# design 1

### Wires at chosen ports, followed through buffers, design 1

Scale: 3 px per µm.
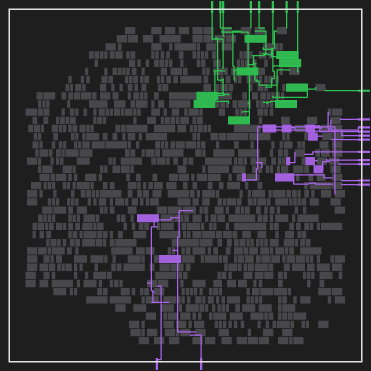
### Local utilization, design 1

Scale: 3 px per µm. 12 x 12 tiles, from dark blue (low) to red (high), 0 to 100% covered.
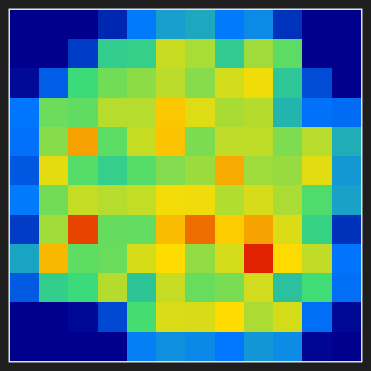
**src/rtl/breakout_pkg.sv**
```systemverilog
// Shared definitions for the breakout game blocks: coordinate width,
// display defaults, FSM state encoding and a saturating score helper.
package breakout_pkg;

    localparam int COORD_W      = 12;
    localparam int SCORE_W      = 9;
    localparam int D_WIDTH_DEF  = 640;
    localparam int D_HEIGHT_DEF = 480;
    localparam int SERVE_CNT    = 120;

    typedef enum logic [1:0] {
        IDLE = 2'd0,
        PLAY = 2'd1,
        OVER = 2'd2
    } state_t;

    function automatic logic [SCORE_W-1:0] sat_inc(
        input logic [SCORE_W-1:0] v
    );
        return (&v) ? v : v + SCORE_W'(1);
    endfunction

endpackage

```
**src/rtl/ball.sv**
```systemverilog
// Breakout ball: moves one pixel diagonally per animation step, bounces off
// walls and the paddle, counts paddle hits and flags a miss.
// Ports: i_clk/i_rst (sync, active-high), i_ani_stb/i_animate step control,
// i_start serve/restart, i_px1/i_px2/i_py1 paddle edges, o_x1..o_y2 ball
// edges, o_hit one-cycle hit pulse, o_score hit count, o_endgame miss flag.
// Optional macro BALL_AUTOSERVE_EN: leave OVER after 120 strobes.
module ball
    import breakout_pkg::*;
#(
    parameter int B_SIZE   = 4,
    parameter int IX       = 320,
    parameter int IY       = 240,
    parameter int D_WIDTH  = D_WIDTH_DEF,
    parameter int D_HEIGHT = D_HEIGHT_DEF
) (
    input  logic               i_clk,
    input  logic               i_rst,
    input  logic               i_ani_stb,
    input  logic               i_animate,
    input  logic               i_start,
    input  logic [COORD_W-1:0] i_px1,
    input  logic [COORD_W-1:0] i_px2,
    input  logic [COORD_W-1:0] i_py1,
    output logic [COORD_W-1:0] o_x1,
    output logic [COORD_W-1:0] o_x2,
    output logic [COORD_W-1:0] o_y1,
    output logic [COORD_W-1:0] o_y2,
    output logic               o_hit,
    output logic [SCORE_W-1:0] o_score,
    output logic               o_endgame
);

    localparam logic [COORD_W-1:0] BS    = COORD_W'(B_SIZE);
    localparam logic [COORD_W-1:0] SX    = COORD_W'(IX);
    localparam logic [COORD_W-1:0] SY    = COORD_W'(IY);
    localparam logic [COORD_W-1:0] X_MAX = COORD_W'(D_WIDTH - 1 - B_SIZE);
    localparam logic [COORD_W-1:0] Y_BOT = COORD_W'(D_HEIGHT - 1);

    state_t             state, state_next;
    logic [COORD_W-1:0] x, y;
    logic [COORD_W-1:0] x_next, y_next;
    logic               x_dir, y_dir;
    logic               step, hit, miss;
    logic               serve_load;
    logic               auto_srv;
    logic               hit_q;
    logic [SCORE_W-1:0] score;

    assign step   = (state == PLAY) && i_ani_stb && i_animate;
    assign x_next = x_dir ? x + COORD_W'(1) : x - COORD_W'(1);
    assign y_next = y_dir ? y + COORD_W'(1) : y - COORD_W'(1);

    // Paddle overlap is tested on the bottom edge of the ball only
    assign hit  = y_dir
               && (y_next + BS == i_py1)
               && (x_next + BS >= i_px1)
               && (x_next - BS <= i_px2);
    assign miss = y_dir && (y_next + BS == Y_BOT) && !hit;

`ifdef BALL_AUTOSERVE_EN
    logic [7:0] srv_cnt;

    // Counter restarts every time OVER is entered
    always_ff @(posedge i_clk) begin
        if (i_rst || state != OVER)
            srv_cnt <= '0;
        else if (i_ani_stb)
            srv_cnt <= srv_cnt + 8'd1;
    end

    assign auto_srv = (state == OVER) && i_ani_stb
                   && (srv_cnt == 8'(SERVE_CNT - 1));
`else
    assign auto_srv = 1'b0;
`endif

    // FSM state register
    always_ff @(posedge i_clk) begin
        if (i_rst)
            state <= IDLE;
        else
            state <= state_next;
    end

    // FSM next state
    always_comb begin
        state_next = state;
        unique case (state)
            IDLE:    if (i_start) state_next = PLAY;
            PLAY:    if (step && miss) state_next = OVER;
            OVER:    if (i_start || auto_srv) state_next = IDLE;
            default: state_next = IDLE;
        endcase
    end

    // FSM outputs
    always_comb begin
        o_endgame  = (state == OVER);
        serve_load = (state == IDLE)
                  || (state == OVER && state_next == IDLE);
    end

    // Position, direction and score
    always_ff @(posedge i_clk) begin
        if (i_rst) begin
            x     <= SX;
            y     <= SY;
            x_dir <= 1'b1;
            y_dir <= 1'b1;
            hit_q <= 1'b0;
            score <= '0;
        end else begin
            hit_q <= step && hit;
            if (serve_load) begin
                x     <= SX;
                y     <= SY;
                x_dir <= 1'b1;
                y_dir <= 1'b1;
            end else if (step) begin
                x <= x_next;
                y <= y_next;
                if (!x_dir && x_next == BS)
                    x_dir <= 1'b1;
                else if (x_dir && x_next == X_MAX)
                    x_dir <= 1'b0;
                if (!y_dir && y_next == BS)
                    y_dir <= 1'b1;
                else if (hit)
                    y_dir <= 1'b0;
            end
            if (state == IDLE && i_start)
                score <= '0;
            else if (step && hit)
                score <= sat_inc(score);
        end
    end

    assign o_x1    = x - BS;
    assign o_x2    = x + BS;
    assign o_y1    = y - BS;
    assign o_y2    = y + BS;
    assign o_hit   = hit_q;
    assign o_score = score;

endmodule

```
**config.mk**
```make
export PLATFORM = sky130hd
export DESIGN_NAME = ball
export DESIGN_NICKNAME = d
export VERILOG_FILES = /design/src/rtl/breakout_pkg.sv /design/src/rtl/ball.sv
export SDC_FILE = /design/constraint.sdc
export NUM_CORES = 1
export LEC_CHECK = 0
export ABC_AREA = 1
export CORE_MARGIN = 5
export CORE_UTILIZATION = 45
export DETAILED_ROUTE_END_ITERATION = 16
export PLACE_DENSITY = 0.71
export SYNTH_ARGS = -nofsm -noshare
export SYNTH_HDL_FRONTEND = slang
export SYNTH_SLANG_ARGS = --single-unit
```
**constraint.sdc**
```tcl
create_clock -name i_clk -period 8.57 [get_ports i_clk]
set_input_delay 1.2855 -clock i_clk [delete_from_list [all_inputs] [get_ports i_clk]]
set_output_delay 1.2855 -clock i_clk [all_outputs]
set_load 0.02 [all_outputs]
```
==> Flow_metrics.wiki <==
== Flow metrics ==
{| class="wikitable"
! Metric !! Value
|-
| Highest attainable clock frequency || 192 MHz
|-
| Post-detailed-placement cell area || slightly above 6000 µm²
|-
| Count of cell types in the netlist || 38
|-
| R2r setup slk || 3.37 ns
|-
| Outcome || finished, final reports clean
|-
| Reported clock group power || 0.217 mW
|-
| Internal || approximately 0.36 mW
|-
| Complex-gate fraction of the synthesized area || 0.0974
|-
| GR Layer Usage met1 || 0.264
|-
| Maximum Capacitance Violations || 0
|-
| Share of synthesized registers carrying an async set or reset || 0
|-
| Share of Yosys cell area claimed by the top area cell type || 0.151
|-
| Fraction of power consumed by sequential logic || 0.380
|-
| Type of the tightest min-delay check || flip-flop to flip-flop
|-
| Main kind of combinational logic by area || simple AND/OR/NAND/NOR gates
|-
| Global-route wire length before repair || 22800 µm
|-
| Top power consumer group || the clock network
|-
| Total length of routed met2 wires || 6580 µm
|-
| Leading cell category by total area || combinational gates
|-
| Htree depth || 2
|-
| Synth warnings || 0
|-
| Hold-fix buffers at CTS || 0
|-
| Worst r2r path cells || 29
|-
| Synth area leader || sky130_fd_sc_hd__ha_1
|-
| Slew @ Worst Pin || roughly 0.73 ns
|-
| Worst setup path class || flip-flop to flip-flop
|-
| Nature of the critical path endpoint || flip-flop
|-
| Tcrit/Tclk final || 0.607
|-
| Most area-consuming cells after synthesis || sky130_fd_sc_hd__ha_1 (15%), sky130_fd_sc_hd__dfxtp_1 (15%), sky130_fd_sc_hd__nand2_1 (12%), sky130_fd_sc_hd__inv_1 (10%), sky130_fd_sc_hd__xor2_1 (8.0%)
|-
| Top cells by count, synth || sky130_fd_sc_hd__nand2_1 (166), sky130_fd_sc_hd__inv_1 (141), sky130_fd_sc_hd__nand3_1 (74)
|-
| Sequential cell area || 761 µm²
|-
| TritonCTS sink count || 38
|-
| Min Clock Period, post-route || about 5.2 ns
|-
| Design area || between 6000 and 7000 µm²
|-
| Layout cell share with drive strength beyond 1 || 0.0660
|-
| ClkCell Share || 0.0264
|-
| Switching share of power || 0.243
|-
| Fraction of area in registers || 0.119
|-
| End of the worst register-to-register path || o_score[5]$_SDFFE_PP0P_
|-
| Post-layout instance count excluding filler cells || around 1.1k
|-
| Multiplexer area fraction after synthesis || 0
|-
| Post-synth net total || 926
|-
| Net switching power of the design || roughly 0.12 mW
|-
| RSZ-0062 raised after global routing || false
|-
| Layout clock buffers || 6
|-
| Number of standard cells reported by yosys || 821
|-
| Maximum fanout encountered on the critical timing path || 11
|-
| Startpoint of the worst hold path || o_score[0]$_SDFFE_PP0P_
|-
| Number of max-slew violations in the final report || 0
|-
| Top Layer Used || met4
|-
| Floorplan die width || about 120 µm
|-
| Layout non-clock buf frac || 0.157
|}
About 'Wires at chosen ports, followed through buffers' of design 1:
color	port	bits	direction	end cells	wire
green	o_score	9	output	9	357 µm
purple	o_x2	12	output	12	401 µm
number of input and output port buffers inserted: 99
I/O pin count: 100

About 'Local utilization' of design 1:
fullest tile	96%
densest ninth of the die	middle
nearly empty tiles	14%
mean over tiles	45%
core utilization before placement: 0.455
final core occ: 0.564

-- layout by cell type (no fill, tap or decap), types with 5 or more instances in the layout --
cell type                           n
sky130_fd_sc_hd__a21oi_1           45
sky130_fd_sc_hd__clkbuf_16          5
sky130_fd_sc_hd__clkdlybuf4s50_1   99
sky130_fd_sc_hd__dfxtp_1           38
sky130_fd_sc_hd__ha_1              62
sky130_fd_sc_hd__inv_1            141
sky130_fd_sc_hd__inv_2              9
sky130_fd_sc_hd__nand2_1          166
sky130_fd_sc_hd__nand2_2           17
sky130_fd_sc_hd__nand3_1           74
sky130_fd_sc_hd__nand3_2            7
sky130_fd_sc_hd__nand4_1           21
sky130_fd_sc_hd__nor2_1            65
sky130_fd_sc_hd__nor3_1            19
sky130_fd_sc_hd__nor4_1             5
sky130_fd_sc_hd__o211ai_1           5
sky130_fd_sc_hd__o21ai_0           26
sky130_fd_sc_hd__o21ai_1            6
sky130_fd_sc_hd__xnor2_1           14
sky130_fd_sc_hd__xor2_1            47
-- worst max-delay path: cells and delay by family (launching register included) --
kind	cells	cell delay, ns
compound gates	1	0.22
xor+xnor	1	0.17
fa+ha+maj	2	0.70
buf+inv	3	0.41
flops	1	0.42
simple gates	22	3.19

# design 2

### Met1 routing, design 2

Scale: 6 px per µm. Supply wires on this layer in gray. Cells faint in the background.
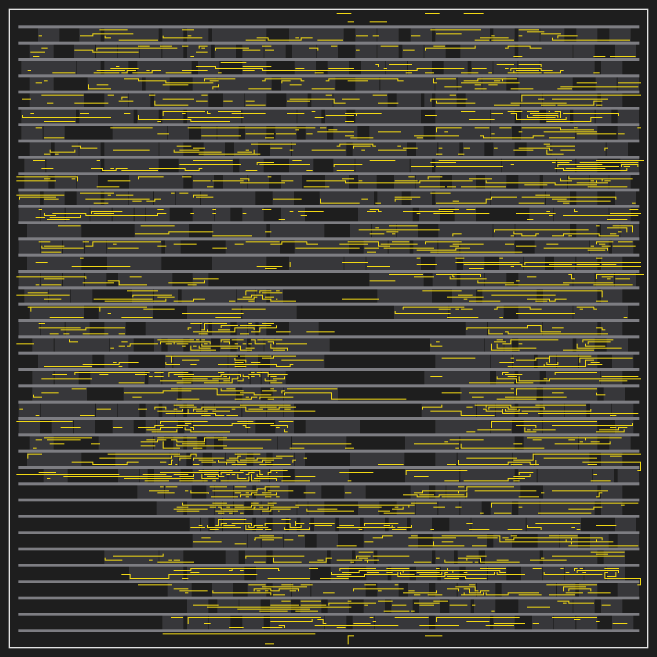
### Placed standard cells, design 2

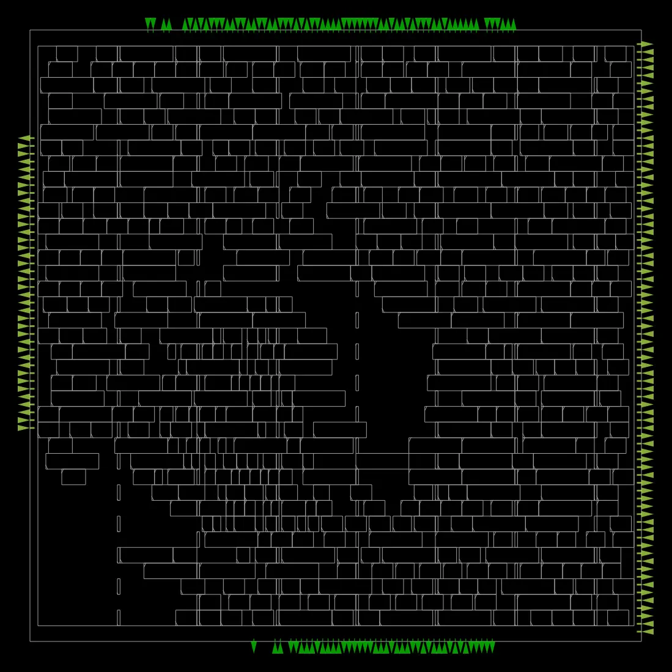
### Local utilization, design 2

Scale: 4 px per µm. 11 x 11 tiles, from dark blue (low) to red (high), 0 to 100% covered.
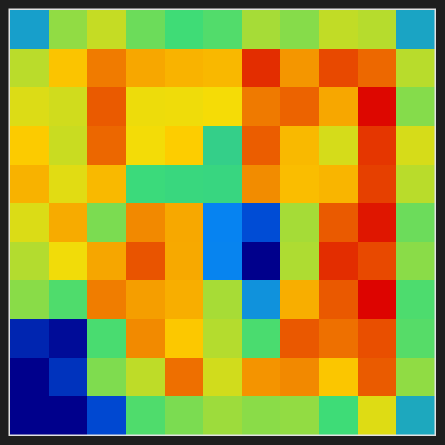
[src/rtl/scarv_cop_issue_if.sv]
// Bundle of pipeline-side and co-processor-side signals of the issuer.
// The master modport is the issuer itself; slave is the environment
// (host pipeline plus co-processor) that drives and observes it.
interface scarv_cop_issue_if;
    // Host pipeline instruction channel
    logic        pipe_valid;
    logic        pipe_ready;
    logic [31:0] pipe_insn;
    logic [31:0] pipe_rs1;
    logic        pipe_abort;

    // Host pipeline result channel
    logic        res_valid;
    logic        res_ready;
    logic        res_wen;
    logic [4:0]  res_waddr;
    logic [31:0] res_wdata;
    logic [2:0]  res_result;

    // Co-processor request channel
    logic        cpu_insn_req;
    logic        cop_insn_ack;
    logic        cpu_abort_req;
    logic [31:0] cpu_insn_enc;
    logic [31:0] cpu_rs1;

    // Co-processor response channel
    logic        cop_wen;
    logic [4:0]  cop_waddr;
    logic [31:0] cop_wdata;
    logic [2:0]  cop_result;
    logic        cop_insn_rsp;
    logic        cpu_insn_ack;

    modport master (
        input  pipe_valid, pipe_insn, pipe_rs1, pipe_abort, res_ready,
               cop_insn_ack, cop_wen, cop_waddr, cop_wdata, cop_result,
               cop_insn_rsp,
        output pipe_ready, res_valid, res_wen, res_waddr, res_wdata,
               res_result, cpu_insn_req, cpu_abort_req, cpu_insn_enc,
               cpu_rs1, cpu_insn_ack
    );

    modport slave (
        output pipe_valid, pipe_insn, pipe_rs1, pipe_abort, res_ready,
               cop_insn_ack, cop_wen, cop_waddr, cop_wdata, cop_result,
               cop_insn_rsp,
        input  pipe_ready, res_valid, res_wen, res_waddr, res_wdata,
               res_result, cpu_insn_req, cpu_abort_req, cpu_insn_enc,
               cpu_rs1, cpu_insn_ack
    );
endinterface

[src/rtl/scarv_cop_issue.sv]
// CPU-side issuer for the Crypto ISE co-processor. Accepts one instruction
// from the pipeline, performs the request and response handshakes with the
// co-processor, and holds the write-back result until the pipeline takes it.
// Also forwards pipeline aborts and enforces a response timeout.
// Every output is a flop; nothing combinational reaches an output port.
module scarv_cop_issue #(
    parameter int TIMEOUT = 256
) (
    input  logic              g_clk,
    input  logic              g_resten,
    scarv_cop_issue_if.master bus
);
    localparam int              CW         = $clog2(TIMEOUT) + 1;
    localparam logic [CW-1:0]   CNT_LAST   = CW'((TIMEOUT > 0) ? (TIMEOUT - 1) : 0);
    localparam logic            TIMEOUT_EN = (TIMEOUT > 0);
    localparam logic [2:0]      RES_TIMEOUT = 3'b111;

    typedef enum logic [1:0] {
        IDLE = 2'd0,
        REQ  = 2'd1,
        WAIT = 2'd2,
        DONE = 2'd3
    } state_t;

    state_t        state_r;
    logic [CW-1:0] cnt_r;
    logic          pipe_ready_r;
    logic          cpu_insn_req_r;
    logic          cpu_insn_ack_r;
    logic          cpu_abort_req_r;
    logic          res_valid_r;
    logic          res_wen_r;
    logic [4:0]    res_waddr_r;
    logic [31:0]   res_wdata_r;
    logic [2:0]    res_result_r;
    logic [31:0]   cpu_insn_enc_r;
    logic [31:0]   cpu_rs1_r;
    logic          timeout_hit_s;

    // Last cycle the outstanding instruction may still complete its handshake
    assign timeout_hit_s = TIMEOUT_EN && (cnt_r == CNT_LAST);

    // Issue FSM; state flags, holding registers and abort pulse move together
    always_ff @(posedge g_clk or negedge g_resten) begin
        if (!g_resten) begin
            state_r         <= IDLE;
            cnt_r           <= '0;
            pipe_ready_r    <= 1'b1;
            cpu_insn_req_r  <= 1'b0;
            cpu_insn_ack_r  <= 1'b0;
            cpu_abort_req_r <= 1'b0;
            res_valid_r     <= 1'b0;
            res_wen_r       <= 1'b0;
            res_waddr_r     <= 5'd0;
            res_wdata_r     <= 32'd0;
            res_result_r    <= 3'd0;
            cpu_insn_enc_r  <= 32'd0;
            cpu_rs1_r       <= 32'd0;
        end else begin
            cpu_abort_req_r <= 1'b0;
            case (state_r)
                IDLE: begin
                    if (bus.pipe_valid) begin
                        cpu_insn_enc_r <= bus.pipe_insn;
                        cpu_rs1_r      <= bus.pipe_rs1;
                        cnt_r          <= '0;
                        pipe_ready_r   <= 1'b0;
                        cpu_insn_req_r <= 1'b1;
                        state_r        <= REQ;
                    end else begin
                        state_r <= IDLE;
                    end
                end
                REQ: begin
                    cnt_r <= cnt_r + CW'(1);
                    if (bus.pipe_abort) begin
                        cpu_abort_req_r <= 1'b1;
                        cpu_insn_req_r  <= 1'b0;
                        pipe_ready_r    <= 1'b1;
                        state_r         <= IDLE;
                    end else if (bus.cop_insn_ack) begin
                        cpu_insn_req_r <= 1'b0;
                        cpu_insn_ack_r <= 1'b1;
                        state_r        <= WAIT;
                    end else if (timeout_hit_s) begin
                        cpu_abort_req_r <= 1'b1;
                        cpu_insn_req_r  <= 1'b0;
                        res_valid_r     <= 1'b1;
                        res_wen_r       <= 1'b0;
                        res_waddr_r     <= 5'd0;
                        res_wdata_r     <= 32'd0;
                        res_result_r    <= RES_TIMEOUT;
                        state_r         <= DONE;
                    end else begin
                        state_r <= REQ;
                    end
                end
                WAIT: begin
                    cnt_r <= cnt_r + CW'(1);
                    if (bus.pipe_abort) begin
                        // A coincident response still completes on the bus
                        // this cycle; its payload is simply not captured.
                        cpu_abort_req_r <= 1'b1;
                        cpu_insn_ack_r  <= 1'b0;
                        pipe_ready_r    <= 1'b1;
                        state_r         <= IDLE;
                    end else if (bus.cop_insn_rsp) begin
                        cpu_insn_ack_r <= 1'b0;
                        res_valid_r    <= 1'b1;
                        res_wen_r      <= bus.cop_wen;
                        res_waddr_r    <= bus.cop_waddr;
                        res_wdata_r    <= bus.cop_wdata;
                        res_result_r   <= bus.cop_result;
                        state_r        <= DONE;
                    end else if (timeout_hit_s) begin
                        cpu_abort_req_r <= 1'b1;
                        cpu_insn_ack_r  <= 1'b0;
                        res_valid_r     <= 1'b1;
                        res_wen_r       <= 1'b0;
                        res_waddr_r     <= 5'd0;
                        res_wdata_r     <= 32'd0;
                        res_result_r    <= RES_TIMEOUT;
                        state_r         <= DONE;
                    end else begin
                        state_r <= WAIT;
                    end
                end
                DONE: begin
                    if (bus.res_ready) begin
                        res_valid_r  <= 1'b0;
                        pipe_ready_r <= 1'b1;
                        state_r      <= IDLE;
                    end else begin
                        state_r <= DONE;
                    end
                end
                default: begin
                    cpu_insn_req_r <= 1'b0;
                    cpu_insn_ack_r <= 1'b0;
                    res_valid_r    <= 1'b0;
                    pipe_ready_r   <= 1'b1;
                    state_r        <= IDLE;
                end
            endcase
        end
    end

    assign bus.pipe_ready    = pipe_ready_r;
    assign bus.cpu_insn_req  = cpu_insn_req_r;
    assign bus.cpu_insn_ack  = cpu_insn_ack_r;
    assign bus.cpu_abort_req = cpu_abort_req_r;
    assign bus.cpu_insn_enc  = cpu_insn_enc_r;
    assign bus.cpu_rs1       = cpu_rs1_r;
    assign bus.res_valid     = res_valid_r;
    assign bus.res_wen       = res_wen_r;
    assign bus.res_waddr     = res_waddr_r;
    assign bus.res_wdata     = res_wdata_r;
    assign bus.res_result    = res_result_r;
endmodule

[src/flat_wrapper.sv]
// flat-port wrapper written by rule: the top's interface ports become plain ports
module scarv_cop_issue_flat 
#(
    parameter int TIMEOUT = 256
)
  (g_clk, g_resten, bus_pipe_valid, bus_pipe_insn, bus_pipe_rs1, bus_pipe_abort, bus_res_ready, bus_cop_insn_ack, bus_cop_wen, bus_cop_waddr, bus_cop_wdata, bus_cop_result, bus_cop_insn_rsp, bus_pipe_ready, bus_res_valid, bus_res_wen, bus_res_waddr, bus_res_wdata, bus_res_result, bus_cpu_insn_req, bus_cpu_abort_req, bus_cpu_insn_enc, bus_cpu_rs1, bus_cpu_insn_ack);
  scarv_cop_issue_if bus_i ();
  input  logic g_clk;
  input  logic g_resten;
  input wire logic [$bits(bus_i.pipe_valid)-1:0] bus_pipe_valid;
  input wire logic [$bits(bus_i.pipe_insn)-1:0] bus_pipe_insn;
  input wire logic [$bits(bus_i.pipe_rs1)-1:0] bus_pipe_rs1;
  input wire logic [$bits(bus_i.pipe_abort)-1:0] bus_pipe_abort;
  input wire logic [$bits(bus_i.res_ready)-1:0] bus_res_ready;
  input wire logic [$bits(bus_i.cop_insn_ack)-1:0] bus_cop_insn_ack;
  input wire logic [$bits(bus_i.cop_wen)-1:0] bus_cop_wen;
  input wire logic [$bits(bus_i.cop_waddr)-1:0] bus_cop_waddr;
  input wire logic [$bits(bus_i.cop_wdata)-1:0] bus_cop_wdata;
  input wire logic [$bits(bus_i.cop_result)-1:0] bus_cop_result;
  input wire logic [$bits(bus_i.cop_insn_rsp)-1:0] bus_cop_insn_rsp;
  output wire logic [$bits(bus_i.pipe_ready)-1:0] bus_pipe_ready;
  output wire logic [$bits(bus_i.res_valid)-1:0] bus_res_valid;
  output wire logic [$bits(bus_i.res_wen)-1:0] bus_res_wen;
  output wire logic [$bits(bus_i.res_waddr)-1:0] bus_res_waddr;
  output wire logic [$bits(bus_i.res_wdata)-1:0] bus_res_wdata;
  output wire logic [$bits(bus_i.res_result)-1:0] bus_res_result;
  output wire logic [$bits(bus_i.cpu_insn_req)-1:0] bus_cpu_insn_req;
  output wire logic [$bits(bus_i.cpu_abort_req)-1:0] bus_cpu_abort_req;
  output wire logic [$bits(bus_i.cpu_insn_enc)-1:0] bus_cpu_insn_enc;
  output wire logic [$bits(bus_i.cpu_rs1)-1:0] bus_cpu_rs1;
  output wire logic [$bits(bus_i.cpu_insn_ack)-1:0] bus_cpu_insn_ack;
  assign bus_i.pipe_valid = bus_pipe_valid;
  assign bus_i.pipe_insn = bus_pipe_insn;
  assign bus_i.pipe_rs1 = bus_pipe_rs1;
  assign bus_i.pipe_abort = bus_pipe_abort;
  assign bus_i.res_ready = bus_res_ready;
  assign bus_i.cop_insn_ack = bus_cop_insn_ack;
  assign bus_i.cop_wen = bus_cop_wen;
  assign bus_i.cop_waddr = bus_cop_waddr;
  assign bus_i.cop_wdata = bus_cop_wdata;
  assign bus_i.cop_result = bus_cop_result;
  assign bus_i.cop_insn_rsp = bus_cop_insn_rsp;
  assign bus_pipe_ready = bus_i.pipe_ready;
  assign bus_res_valid = bus_i.res_valid;
  assign bus_res_wen = bus_i.res_wen;
  assign bus_res_waddr = bus_i.res_waddr;
  assign bus_res_wdata = bus_i.res_wdata;
  assign bus_res_result = bus_i.res_result;
  assign bus_cpu_insn_req = bus_i.cpu_insn_req;
  assign bus_cpu_abort_req = bus_i.cpu_abort_req;
  assign bus_cpu_insn_enc = bus_i.cpu_insn_enc;
  assign bus_cpu_rs1 = bus_i.cpu_rs1;
  assign bus_cpu_insn_ack = bus_i.cpu_insn_ack;
  scarv_cop_issue #(.TIMEOUT(TIMEOUT)) u_core (.g_clk(g_clk), .g_resten(g_resten), .bus(bus_i));
endmodule
[config.mk]
export PLATFORM = sky130hd
export DESIGN_NAME = scarv_cop_issue_flat
export DESIGN_NICKNAME = d
export VERILOG_FILES = /design/src/rtl/scarv_cop_issue_if.sv /design/src/rtl/scarv_cop_issue.sv /design/src/flat_wrapper.sv
export SDC_FILE = /design/constraint.sdc
export NUM_CORES = 1
export LEC_CHECK = 0
export ABC_AREA = 0
export CORE_MARGIN = 1
export CORE_UTILIZATION = 44
export DETAILED_ROUTE_END_ITERATION = 10
export GPL_ROUTABILITY_DRIVEN = 1
export PLACE_DENSITY = 0.91
export SLEW_MARGIN = 10
export SYNTH_ARGS = -nofsm -noshare
export SYNTH_HDL_FRONTEND = slang
export SYNTH_SLANG_ARGS = --single-unit
[constraint.sdc]
create_clock -name g_clk -period 4.8 [get_ports g_clk]
set_input_delay 0.72 -clock g_clk [delete_from_list [all_inputs] [get_ports g_clk]]
set_output_delay 0.72 -clock g_clk [all_outputs]
set_load 0.005 [all_outputs]
==> Flow_metrics.wiki <==
== Flow metrics ==
{| class="wikitable"
! Metric !! Value
|-
| Outcome || finished, final reports clean
|-
| Total setup buffers inserted after CTS || 0
|-
| # nets final || between 600 and 700
|-
| Worst endpoint data arrival time || between 2 and 3 ns
|-
| Area of the multi-input gates || approximately 1600 µm²
|-
| R2r setup slk || about 2.3 ns
|-
| Number of CTS-inserted buffers || 17
|-
| Share of the yosys chip area belonging to registers || 0.635
|-
| Nature of the critical path endpoint || flip-flop
|-
| Global-route wire length before repair || 20100 µm
|-
| Number of standard cells reported by yosys || between 300 and 400
|-
| Met2 global-route usage || 0.406
|-
| Buffer type at the clock tree root || sky130_fd_sc_hd__clkbuf_8
|-
| Setup tns final || 0 ns
|-
| XOR Share, Synth || 0.00367
|-
| Syn Inst Count || 336
|-
| Count of warning messages emitted by the tools || 30
|-
| Multiplexer area fraction after synthesis || 0.160
|-
| Die Ht || 106 µm
|-
| Element type at the critical path start || flip-flop
|-
| Termination of the worst setup path || u_core.bus.res_wdata[27]$_DFFE_PN0P_
|-
| Flip-flop cell with the highest count after synthesis || sky130_fd_sc_hd__dfrtp_1
|-
| Via-to-Cell Ratio || 5.20
|-
| Fraction of power consumed by sequential logic || 0.362
|-
| Floorplan die width || between 100 and 150 µm
|-
| Final hold violations || 0
|-
| Post-cts gate resize count || 0
|-
| Total length of routed met2 wires || approximately 6700 µm
|-
| Internal || approximately 3.5 mW
|-
| Top power consumer group || combinational cells
|-
| Number of input and output port buffers inserted || 221
|-
| End of the worst register-to-register path || u_core.bus.res_wdata[27]$_DFFE_PN0P_
|-
| Worst setup path class || flip-flop to flip-flop
|-
| Chip area || roughly 11000 µm²
|-
| Data required time at the worst endpoint || 5.18 ns
|-
| CP max stage delay || between 0.7 and 0.8 ns
|-
| Number of DRC violations after detailed-routing iteration 0 || between 100 and 150
|-
| Worst r2r path cells || 7
|-
| Slowest stage cell, crit path || sky130_fd_sc_hd__or4_4
|-
| Syn-to-layout area delta || 60.2%
|-
| Power drawn by the sequential cells || 1.75 mW
|-
| Design area || roughly 7600 µm²
|-
| Post-route DRC violation count || 0
|-
| Post-Route M1 WL || between 4000 and 5000 µm
|-
| Slew @ Worst Pin || between 0.9 and 1 ns
|-
| Met3 global-route usage || 0.0785
|-
| Power density relative to cell area || between 600 and 700 nW/µm²
|-
| Proportion of power drawn by the clock network || 0.253
|-
| Final ANT Viol Nets || 0
|-
| Sequential cell area || between 3000 and 4000 µm²
|-
| Relative slew slack || 0.345
|-
| Static leakage || 3.23 nW
|-
| Simple-gate portion of the synthesized area || 0.0509
|-
| Clock skew after layout || slightly below 0.007 ns
|-
| Number of max-slew violations in the final report || 0
|-
| Complex-gate fraction of the synthesized area || 0.107
|-
| Hold-fix buffers at CTS || 0
|-
| Pin count of the biggest net entering global routing || 80
|-
| Total chip power || 4.85 mW
|-
| Total GRT Usage || 0.233
|-
| Kind of cell with the highest combined delay on the critical path || simple AND/OR/NAND/NOR gates
|-
| Late-Pin Clk Latency || 0.51 ns
|-
| GPL Wtd Cong || 0.821
|-
| Via count of the first global-routing pass || between 3k and 4k
|-
| YS chip area || between 4000 and 5000 µm²
|-
| Reported clock group power || 1.23 mW
|-
| I/O pin count || 222
|-
| Share of synthesized registers carrying an async set or reset || 1.00
|}
## Picture notes: 'Met1 routing' of design 2
longest straight run	25.8 µm
share of all routed wire	39%
GR Layer Usage met1: 0.269
routed via count: 3686
DRT Wirelength: 12800 µm

## Picture notes: 'Placed standard cells' of design 2
# fillers: 682
final core occ: 0.734

## Picture notes: 'Local utilization' of design 2
mean over tiles	66%
emptiest ninth of the die	bottom left
tiles over 75% full	43%
fullest tile	100%
nearly empty tiles	3.3%
CORE AREA: 10400 µm²
core utilization before placement: 0.458

-- synthesized netlist by cell type, drive strengths merged, types with 2 or more instances --
library cell | number | area (µm²)
xnor2 | 2 | 17.5
ha | 7 | 87.6
nor2b | 5 | 31.3
nor2 | 13 | 48.8
mux2i | 3 | 30.0
a22o | 40 | 350
nor3 | 7 | 35.0
inv | 5 | 18.8
buf | 12 | 81.3
mux2 | 65 | 732
clkbuf | 6 | 22.5
dfrtp | 120 | 3000
a21oi | 9 | 48.8
o22a | 3 | 26.3
nand2 | 8 | 30.0
o21ai | 9 | 45.0
nand3 | 7 | 35.0
and3 | 2 | 12.5
-- stage by stage --
stage | worst slack (ns) | hold slack (ns)
3_3_place_gp | 2.08 | 0.461
4_1_cts | 2.29 | 0.394
5_1_grt | 2.10 | 0.454
2_1_floorplan | 2.63 | 0.424
3_5_place_dp | 2.01 | 0.473
6_report | 2.28 | 0.382
-- layout make-up --
type,count,share of cell area
Multi-Input combinational cell,192,0.212
Tap cell,136,0.0222
Clock inverter,12,0.0200
Inverter,5,0.00245
Sequential cell,121,0.396
Clock buffer,19,0.0551
Timing Repair Buffer,224,0.292

# design 3

**src/rtl/fixed_order_selector_pkg.sv**
```systemverilog
// flac_fixed_pkg: shared state encoding, order constants and residual magnitude helper
package flac_fixed_pkg;
  localparam int MAX_FIXED_ORDER = 4;
  localparam int NUM_FIXED_ORDERS = 5;
  localparam int SAMPLE_W = 16;
  typedef enum logic [2:0] {S_IDLE, S_CLEAR, S_RUN, S_FLUSH, S_COMPARE, S_DONE} state_t;
  // 17-bit magnitude so that the most negative residual maps to +32768
  function automatic logic [SAMPLE_W:0] abs17(input logic signed [SAMPLE_W-1:0] r);
    return r[SAMPLE_W-1] ? {1'b0, ~r} + 1'b1 : {1'b0, r};
  endfunction
endpackage

```
**src/rtl/fixed_order_selector_if.sv**
```systemverilog
// fixed_order_selector_if: block handshake, encoder-bank control and result bus
interface fixed_order_selector_if #(parameter int SUM_W = 32);
  import flac_fixed_pkg::*;
  logic iStart;
  logic [15:0] iBlockSize;
  logic iValid;
  logic oReady;
  logic oEncEnable;
  logic oEncReset;
  logic signed [SAMPLE_W-1:0] iResidual0, iResidual1, iResidual2, iResidual3, iResidual4;
  logic oBusy;
  logic oDone;
  logic [2:0] oBestOrder;
  logic [SUM_W-1:0] oBestSum;
  modport master (
    output iStart, iBlockSize, iValid, iResidual0, iResidual1, iResidual2, iResidual3, iResidual4,
    input oReady, oEncEnable, oEncReset, oBusy, oDone, oBestOrder, oBestSum
  );
  modport slave (
    input iStart, iBlockSize, iValid, iResidual0, iResidual1, iResidual2, iResidual3, iResidual4,
    output oReady, oEncEnable, oEncReset, oBusy, oDone, oBestOrder, oBestSum
  );
endinterface

```
**src/rtl/fixed_order_selector_abs_sum.sv**
```systemverilog
// abs_sum_accumulator: saturating sum of |residual| for one order, skipping its warm-up samples
module abs_sum_accumulator import flac_fixed_pkg::*; #(
  parameter int ORDER = 0,
  parameter int SUM_W = 32
) (
  input  logic                       clk,
  input  logic                       rst_n,
  input  logic                       clear_i,
  input  logic                       en_i,
  input  logic [15:0]                idx_i,
  input  logic signed [SAMPLE_W-1:0] residual_i,
  output logic [SUM_W-1:0]           sum_o
);
  logic [SUM_W-1:0] sum_q, sum_d;
  logic [SUM_W:0] ext;
  assign ext = {1'b0, sum_q} + (SUM_W+1)'(abs17(residual_i));
  // samples below the order index are predictor warm-up and never count; the carry bit pins the sum at all-ones
  always_comb sum_d = clear_i ? '0 : !(en_i && idx_i >= 16'(ORDER)) ? sum_q : ext[SUM_W] ? '1 : ext[SUM_W-1:0];
  // accumulator register
  always_ff @(posedge clk or negedge rst_n)
    if (!rst_n) sum_q <= '0;
    else sum_q <= sum_d;
  assign sum_o = sum_q;
endmodule

```
**src/rtl/fixed_order_selector.sv**
```systemverilog
// fixed_order_selector: sequences the fixed-encoder bank over a block and picks the order with least |residual|
module fixed_order_selector import flac_fixed_pkg::*; #(
  parameter int LATENCY = 8,
  parameter int SUM_W = 32
) (
  input logic iClock,
  input logic iReset_n,
  fixed_order_selector_if.slave bus
);
  state_t state_q;
  logic [16:0] n_q, cnt_q, m_q;
  logic [7:0] tmr_q;
  logic [2:0] scan_q, best_ord_q, out_ord_q;
  logic [SUM_W-1:0] best_sum_q, out_sum_q;
  logic ready_q, enc_rst_q, busy_q, done_q;
  logic enc_en, acc_en, clear;
  logic [15:0] idx;
  logic signed [SAMPLE_W-1:0] res [NUM_FIXED_ORDERS];
  logic [SUM_W-1:0] sum_w [NUM_FIXED_ORDERS];
  logic [SUM_W-1:0] sum_eff [NUM_FIXED_ORDERS];
  assign enc_en = (state_q == S_RUN && bus.iValid) || state_q == S_FLUSH;
  assign clear = state_q == S_IDLE && bus.iStart;
  assign acc_en = enc_en && m_q >= 17'(LATENCY + 1);
  assign idx = 16'(m_q - 17'(LATENCY + 1));
  assign res[0] = bus.iResidual0;
  assign res[1] = bus.iResidual1;
  assign res[2] = bus.iResidual2;
  assign res[3] = bus.iResidual3;
  assign res[4] = bus.iResidual4;
  for (genvar k = 0; k < NUM_FIXED_ORDERS; k++) begin : g_ord
    abs_sum_accumulator #(.ORDER(k), .SUM_W(SUM_W)) u_acc (
      .clk(iClock), .rst_n(iReset_n), .clear_i(clear), .en_i(acc_en),
      .idx_i(idx), .residual_i(res[k]), .sum_o(sum_w[k])
    );
    // an order with no post-warm-up samples must lose to every valid order
    assign sum_eff[k] = n_q <= 17'(k) ? '1 : sum_w[k];
  end
  // block sequencer: counters, compare scan and registered outputs
  always_ff @(posedge iClock or negedge iReset_n)
    if (!iReset_n) begin
      state_q <= S_IDLE;
      n_q <= '0;
      cnt_q <= '0;
      m_q <= '0;
      tmr_q <= '0;
      scan_q <= '0;
      best_ord_q <= '0;
      best_sum_q <= '0;
      ready_q <= 1'b0;
      enc_rst_q <= 1'b0;
      busy_q <= 1'b0;
      done_q <= 1'b0;
      out_ord_q <= '0;
      out_sum_q <= '0;
    end else begin
      done_q <= 1'b0;
      if (enc_en) m_q <= m_q + 1'b1;
      case (state_q)
        S_IDLE: if (bus.iStart) begin
          state_q <= S_CLEAR;
          n_q <= {bus.iBlockSize == 16'd0, bus.iBlockSize};
          cnt_q <= '0;
          m_q <= '0;
          enc_rst_q <= 1'b1;
          busy_q <= 1'b1;
        end
        S_CLEAR: begin
          state_q <= S_RUN;
          enc_rst_q <= 1'b0;
          ready_q <= 1'b1;
        end
        S_RUN: if (bus.iValid) begin
          cnt_q <= cnt_q + 1'b1;
          if (cnt_q + 1'b1 == n_q) begin
            state_q <= S_FLUSH;
            ready_q <= 1'b0;
            tmr_q <= '0;
          end
        end
        S_FLUSH: begin
          tmr_q <= tmr_q + 1'b1;
          if (tmr_q == 8'(LATENCY)) begin
            state_q <= S_COMPARE;
            scan_q <= '0;
          end
        end
        S_COMPARE: begin
          scan_q <= scan_q + 1'b1;
          if (scan_q == 3'd0 || sum_eff[scan_q] < best_sum_q) begin
            best_sum_q <= sum_eff[scan_q];
            best_ord_q <= scan_q;
          end
          if (scan_q == 3'(MAX_FIXED_ORDER)) state_q <= S_DONE;
        end
        S_DONE: begin
          state_q <= S_IDLE;
          busy_q <= 1'b0;
          done_q <= 1'b1;
          out_ord_q <= best_ord_q;
          out_sum_q <= best_sum_q;
        end
        default: state_q <= S_IDLE;
      endcase
    end
  assign bus.oReady = ready_q;
  assign bus.oEncEnable = enc_en;
  assign bus.oEncReset = enc_rst_q;
  assign bus.oBusy = busy_q;
  assign bus.oDone = done_q;
  assign bus.oBestOrder = out_ord_q;
  assign bus.oBestSum = out_sum_q;
endmodule

```
**src/flat_wrapper.sv**
```systemverilog
// flat-port wrapper written by rule: the top's interface ports become plain ports
module fixed_order_selector_flat import flac_fixed_pkg::*;
#(
  parameter int LATENCY = 8,
  parameter int SUM_W = 32
)
  (iClock, iReset_n, bus_iStart, bus_iBlockSize, bus_iValid, bus_iResidual0, bus_iResidual1, bus_iResidual2, bus_iResidual3, bus_iResidual4, bus_oReady, bus_oEncEnable, bus_oEncReset, bus_oBusy, bus_oDone, bus_oBestOrder, bus_oBestSum);
  fixed_order_selector_if #(.SUM_W(SUM_W)) bus_i ();
  input logic iClock;
  input logic iReset_n;
  input wire logic [$bits(bus_i.iStart)-1:0] bus_iStart;
  input wire logic [$bits(bus_i.iBlockSize)-1:0] bus_iBlockSize;
  input wire logic [$bits(bus_i.iValid)-1:0] bus_iValid;
  input wire logic [$bits(bus_i.iResidual0)-1:0] bus_iResidual0;
  input wire logic [$bits(bus_i.iResidual1)-1:0] bus_iResidual1;
  input wire logic [$bits(bus_i.iResidual2)-1:0] bus_iResidual2;
  input wire logic [$bits(bus_i.iResidual3)-1:0] bus_iResidual3;
  input wire logic [$bits(bus_i.iResidual4)-1:0] bus_iResidual4;
  output wire logic [$bits(bus_i.oReady)-1:0] bus_oReady;
  output wire logic [$bits(bus_i.oEncEnable)-1:0] bus_oEncEnable;
  output wire logic [$bits(bus_i.oEncReset)-1:0] bus_oEncReset;
  output wire logic [$bits(bus_i.oBusy)-1:0] bus_oBusy;
  output wire logic [$bits(bus_i.oDone)-1:0] bus_oDone;
  output wire logic [$bits(bus_i.oBestOrder)-1:0] bus_oBestOrder;
  output wire logic [$bits(bus_i.oBestSum)-1:0] bus_oBestSum;
  assign bus_i.iStart = bus_iStart;
  assign bus_i.iBlockSize = bus_iBlockSize;
  assign bus_i.iValid = bus_iValid;
  assign bus_i.iResidual0 = bus_iResidual0;
  assign bus_i.iResidual1 = bus_iResidual1;
  assign bus_i.iResidual2 = bus_iResidual2;
  assign bus_i.iResidual3 = bus_iResidual3;
  assign bus_i.iResidual4 = bus_iResidual4;
  assign bus_oReady = bus_i.oReady;
  assign bus_oEncEnable = bus_i.oEncEnable;
  assign bus_oEncReset = bus_i.oEncReset;
  assign bus_oBusy = bus_i.oBusy;
  assign bus_oDone = bus_i.oDone;
  assign bus_oBestOrder = bus_i.oBestOrder;
  assign bus_oBestSum = bus_i.oBestSum;
  fixed_order_selector #(.LATENCY(LATENCY), .SUM_W(SUM_W)) u_core (.iClock(iClock), .iReset_n(iReset_n), .bus(bus_i));
endmodule
```
**config.mk**
```make
export PLATFORM = sky130hd
export DESIGN_NAME = fixed_order_selector_flat
export DESIGN_NICKNAME = d
export VERILOG_FILES = /design/src/rtl/fixed_order_selector_pkg.sv /design/src/rtl/fixed_order_selector_if.sv /design/src/rtl/fixed_order_selector_abs_sum.sv /design/src/rtl/fixed_order_selector.sv /design/src/flat_wrapper.sv
export SDC_FILE = /design/constraint.sdc
export NUM_CORES = 1
export LEC_CHECK = 0
export CAP_MARGIN = 20
export CELL_PAD_IN_SITES_DETAIL_PLACEMENT = 0
export CELL_PAD_IN_SITES_GLOBAL_PLACEMENT = 1
export CORE_UTILIZATION = 46
export CTS_CLUSTER_DIAMETER = 200
export DETAILED_ROUTE_END_ITERATION = 7
export GPL_TIMING_DRIVEN = 1
export PLACE_DENSITY_LB_ADDON = 0.1
export SETUP_SLACK_MARGIN = 0.05
export SLEW_MARGIN = 10
export SYNTH_ARGS = -nofsm -noshare
export SYNTH_HDL_FRONTEND = slang
export SYNTH_SLANG_ARGS = --single-unit
```
**constraint.sdc**
```tcl
create_clock -name iClock -period 5 [get_ports iClock]
set_input_delay 0.5 -clock iClock [delete_from_list [all_inputs] [get_ports iClock]]
set_output_delay 0.5 -clock iClock [all_outputs]
set_load 0.02 [all_outputs]
```
### Local utilization, design 3

Scale: 1.5 px per µm. 22 x 22 tiles, from dark blue (low) to red (high), 0 to 100% covered.
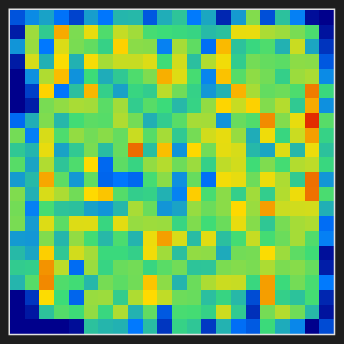
fullest tile	95%
mean over tiles	50%
nearly empty tiles	2.3%
densest ninth of the die	right middle
core utilization before placement: 0.471
final core occ: 0.542
CORE AREA: 44700 µm²

### Placed standard cells, design 3

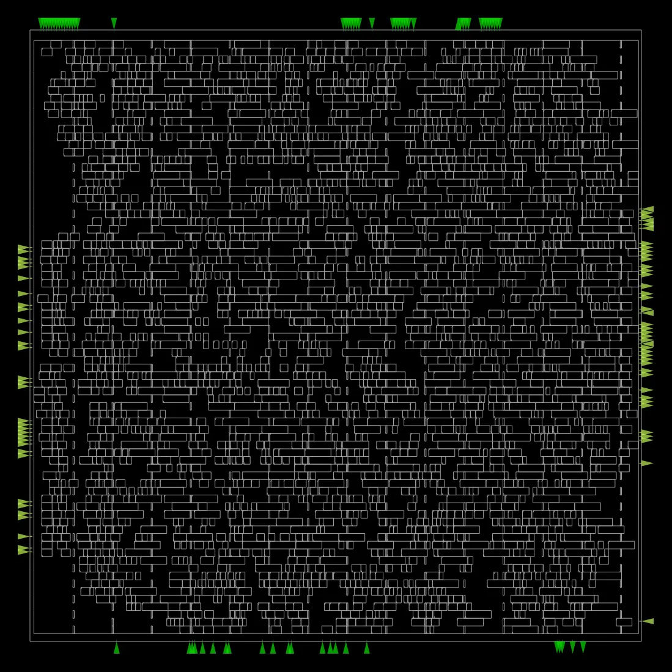
standard-cell rows: 77
post-layout instance count excluding filler cells: 3138
Flop Count: 299
# fillers: 4237
n_taps: 592

==> Flow_metrics.wiki <==
== Flow metrics ==
{| class="wikitable"
! Metric !! Value
|-
| Multiplexer area fraction after synthesis || 0.0230
|-
| Final hold violations || 0
|-
| Highest attainable clock frequency || between 200 and 250 MHz
|-
| Final global-route overflow total || 0
|-
| TritonCTS sink count || 299
|-
| Count of flip-flops with a built-in enable after synthesis || 0
|-
| Setup tns final || 0 ns
|-
| Number of standard cells reported by yosys || around 2.4k
|-
| R2r setup slk || 0.60 ns
|-
| Synth warnings || 0
|-
| Power density relative to cell area || around 520 nW/µm²
|-
| Floorplan die width || ~220 µm
|-
| Layout non-clock buf frac || 0.0728
|-
| Clock slew at the register clock pins of the worst setup and hold paths || ~0.06 ns
|-
| Leading cell category by total area || combinational gates
|-
| Clock skew after layout || 0.0243 ns
|-
| Outcome || finished, final reports clean
|-
| Adder-cell share of the synthesized area || 0.0827
|-
| Multi-input gate count || around 1.9k
|-
| Flip-flop cell with the highest count after synthesis || sky130_fd_sc_hd__dfrtp_1
|-
| Worst IR Drop VDD || about 0.00029 V
|-
| Most frequently placed logic cell in the final layout || sky130_fd_sc_hd__dfrtp_1
|-
| Fraction of area in registers || 0.309
|-
| Number of DRC violations after detailed-routing iteration 0 || ~1.5k
|-
| Static leakage || about 10 nW
|-
| Final ANT Viol Nets || 0
|-
| Endpoints failing setup || 0
|-
| Htree depth || 2
|-
| Post-route DRC violation count || 0
|-
| Min Clock Period, post-route || about 4.4 ns
|-
| Total setup buffers inserted after CTS || 0
|-
| Relative slew slack || 0.408
|-
| Worst r2r src || u_core.n_q[12]$_DFFE_PN0P_
|-
| Fraction of power consumed by sequential logic || 0.306
|-
| GPL Wtd Cong || 0.941
|-
| Iteration count of the initial detailed-routing pass || 7
|-
| Reported clock group power || 2.61 mW
|-
| Power drawn by the sequential cells || 3.89 mW
|-
| Switching share of power || 0.431
|-
| Levels on crit path || 15
|-
| Count of non-CTS inverters in the layout || roughly 75
|-
| Kind of cell with the highest combined delay on the critical path || simple AND/OR/NAND/NOR gates
|-
| Most area-consuming cells after synthesis || sky130_fd_sc_hd__dfrtp_1 (36%), sky130_fd_sc_hd__ha_1 (7.8%), sky130_fd_sc_hd__o21ai_0 (5.3%), sky130_fd_sc_hd__xnor2_1 (4.8%), sky130_fd_sc_hd__nand2_1 (4.8%)
|-
| Max FFs per register || 160
|-
| Routed via count || 18.9k
|-
| Maximum fanout encountered on the critical timing path || 32
|-
| Termination of the worst setup path || u_core.best_sum_q[24]$_DFFE_PN0P_
|-
| Antenna fix cells || 0
|-
| Share of synthesized registers carrying an async set or reset || 1.00
|-
| Buffers and inverters on the worst path || 3
|-
| Post-cts gate resize count || 0
|-
| Slew @ Worst Pin || approximately 0.89 ns
|-
| Number of CTS-inserted buffers || 35
|-
| Hold-fix buffers at CTS || 0
|-
| Main kind of combinational logic by area || AND-OR/OR-AND gates
|-
| XOR Share, Synth || 0.0737
|}
### Drive-strength map, design 3

Scale: 1.5 px per µm.
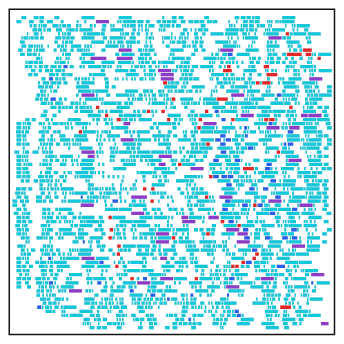
color	size	cells	most used
purple	x6 and larger	50	clkbuf_16
cyan	x1 and smaller	2374	dfrtp_1
blue	x2	66	mux2_2
red	x3 and x4	56	buf_4
design area: 24200 µm²
setup slack after layout: 0.601 ns
Syn-to-layout area delta: 15.3%
count of buffers not belonging to the clock network in the layout: 183

-- per-stage QoR --
step / power [mW] / utilization / hold WS [ns]
6_report: 12.7 / 0.542 / 0.0308
5_1_grt: 13.7 / 0.542 / 0.0924
4_1_cts: 12.7 / 0.542 / 0.0611
3_5_place_dp: 10.0 / 0.517 / 0.457
3_3_place_gp: 9.92 / 0.517 / 0.454
2_1_floorplan: 8.28 / - / 0.204
-- metal layers --
| metal | vias to the layer above | GRT usage | share of wire |
|---|---|---|---|
| met2 | 540 | 0.390 | 0.43 |
| met1 | 9008 | 0.386 | 0.49 |
| met3 | 73 | 0.0309 | 0.053 |
| met5 | - | 0 | 0 |
| met4 | 0 | 0.0719 | 0.024 |
| li1 | 9264 | - | - |
-- synth_stat cells (all sizes together), types with 25 or more instances --
cell type    n
a211oi      34
a21o        44
a21oi      172
a31oi       67
and3        45
buf         31
clkbuf      90
dfrtp      299
ha         131
inv         75
mux2        34
nand2      268
nand3       98
nand4       29
nor2       139
nor3        53
nor4        25
o21ai      224
o221ai      66
o31ai       28
xnor2      116
xor2        61

Power and IR drop assume default switching activity.
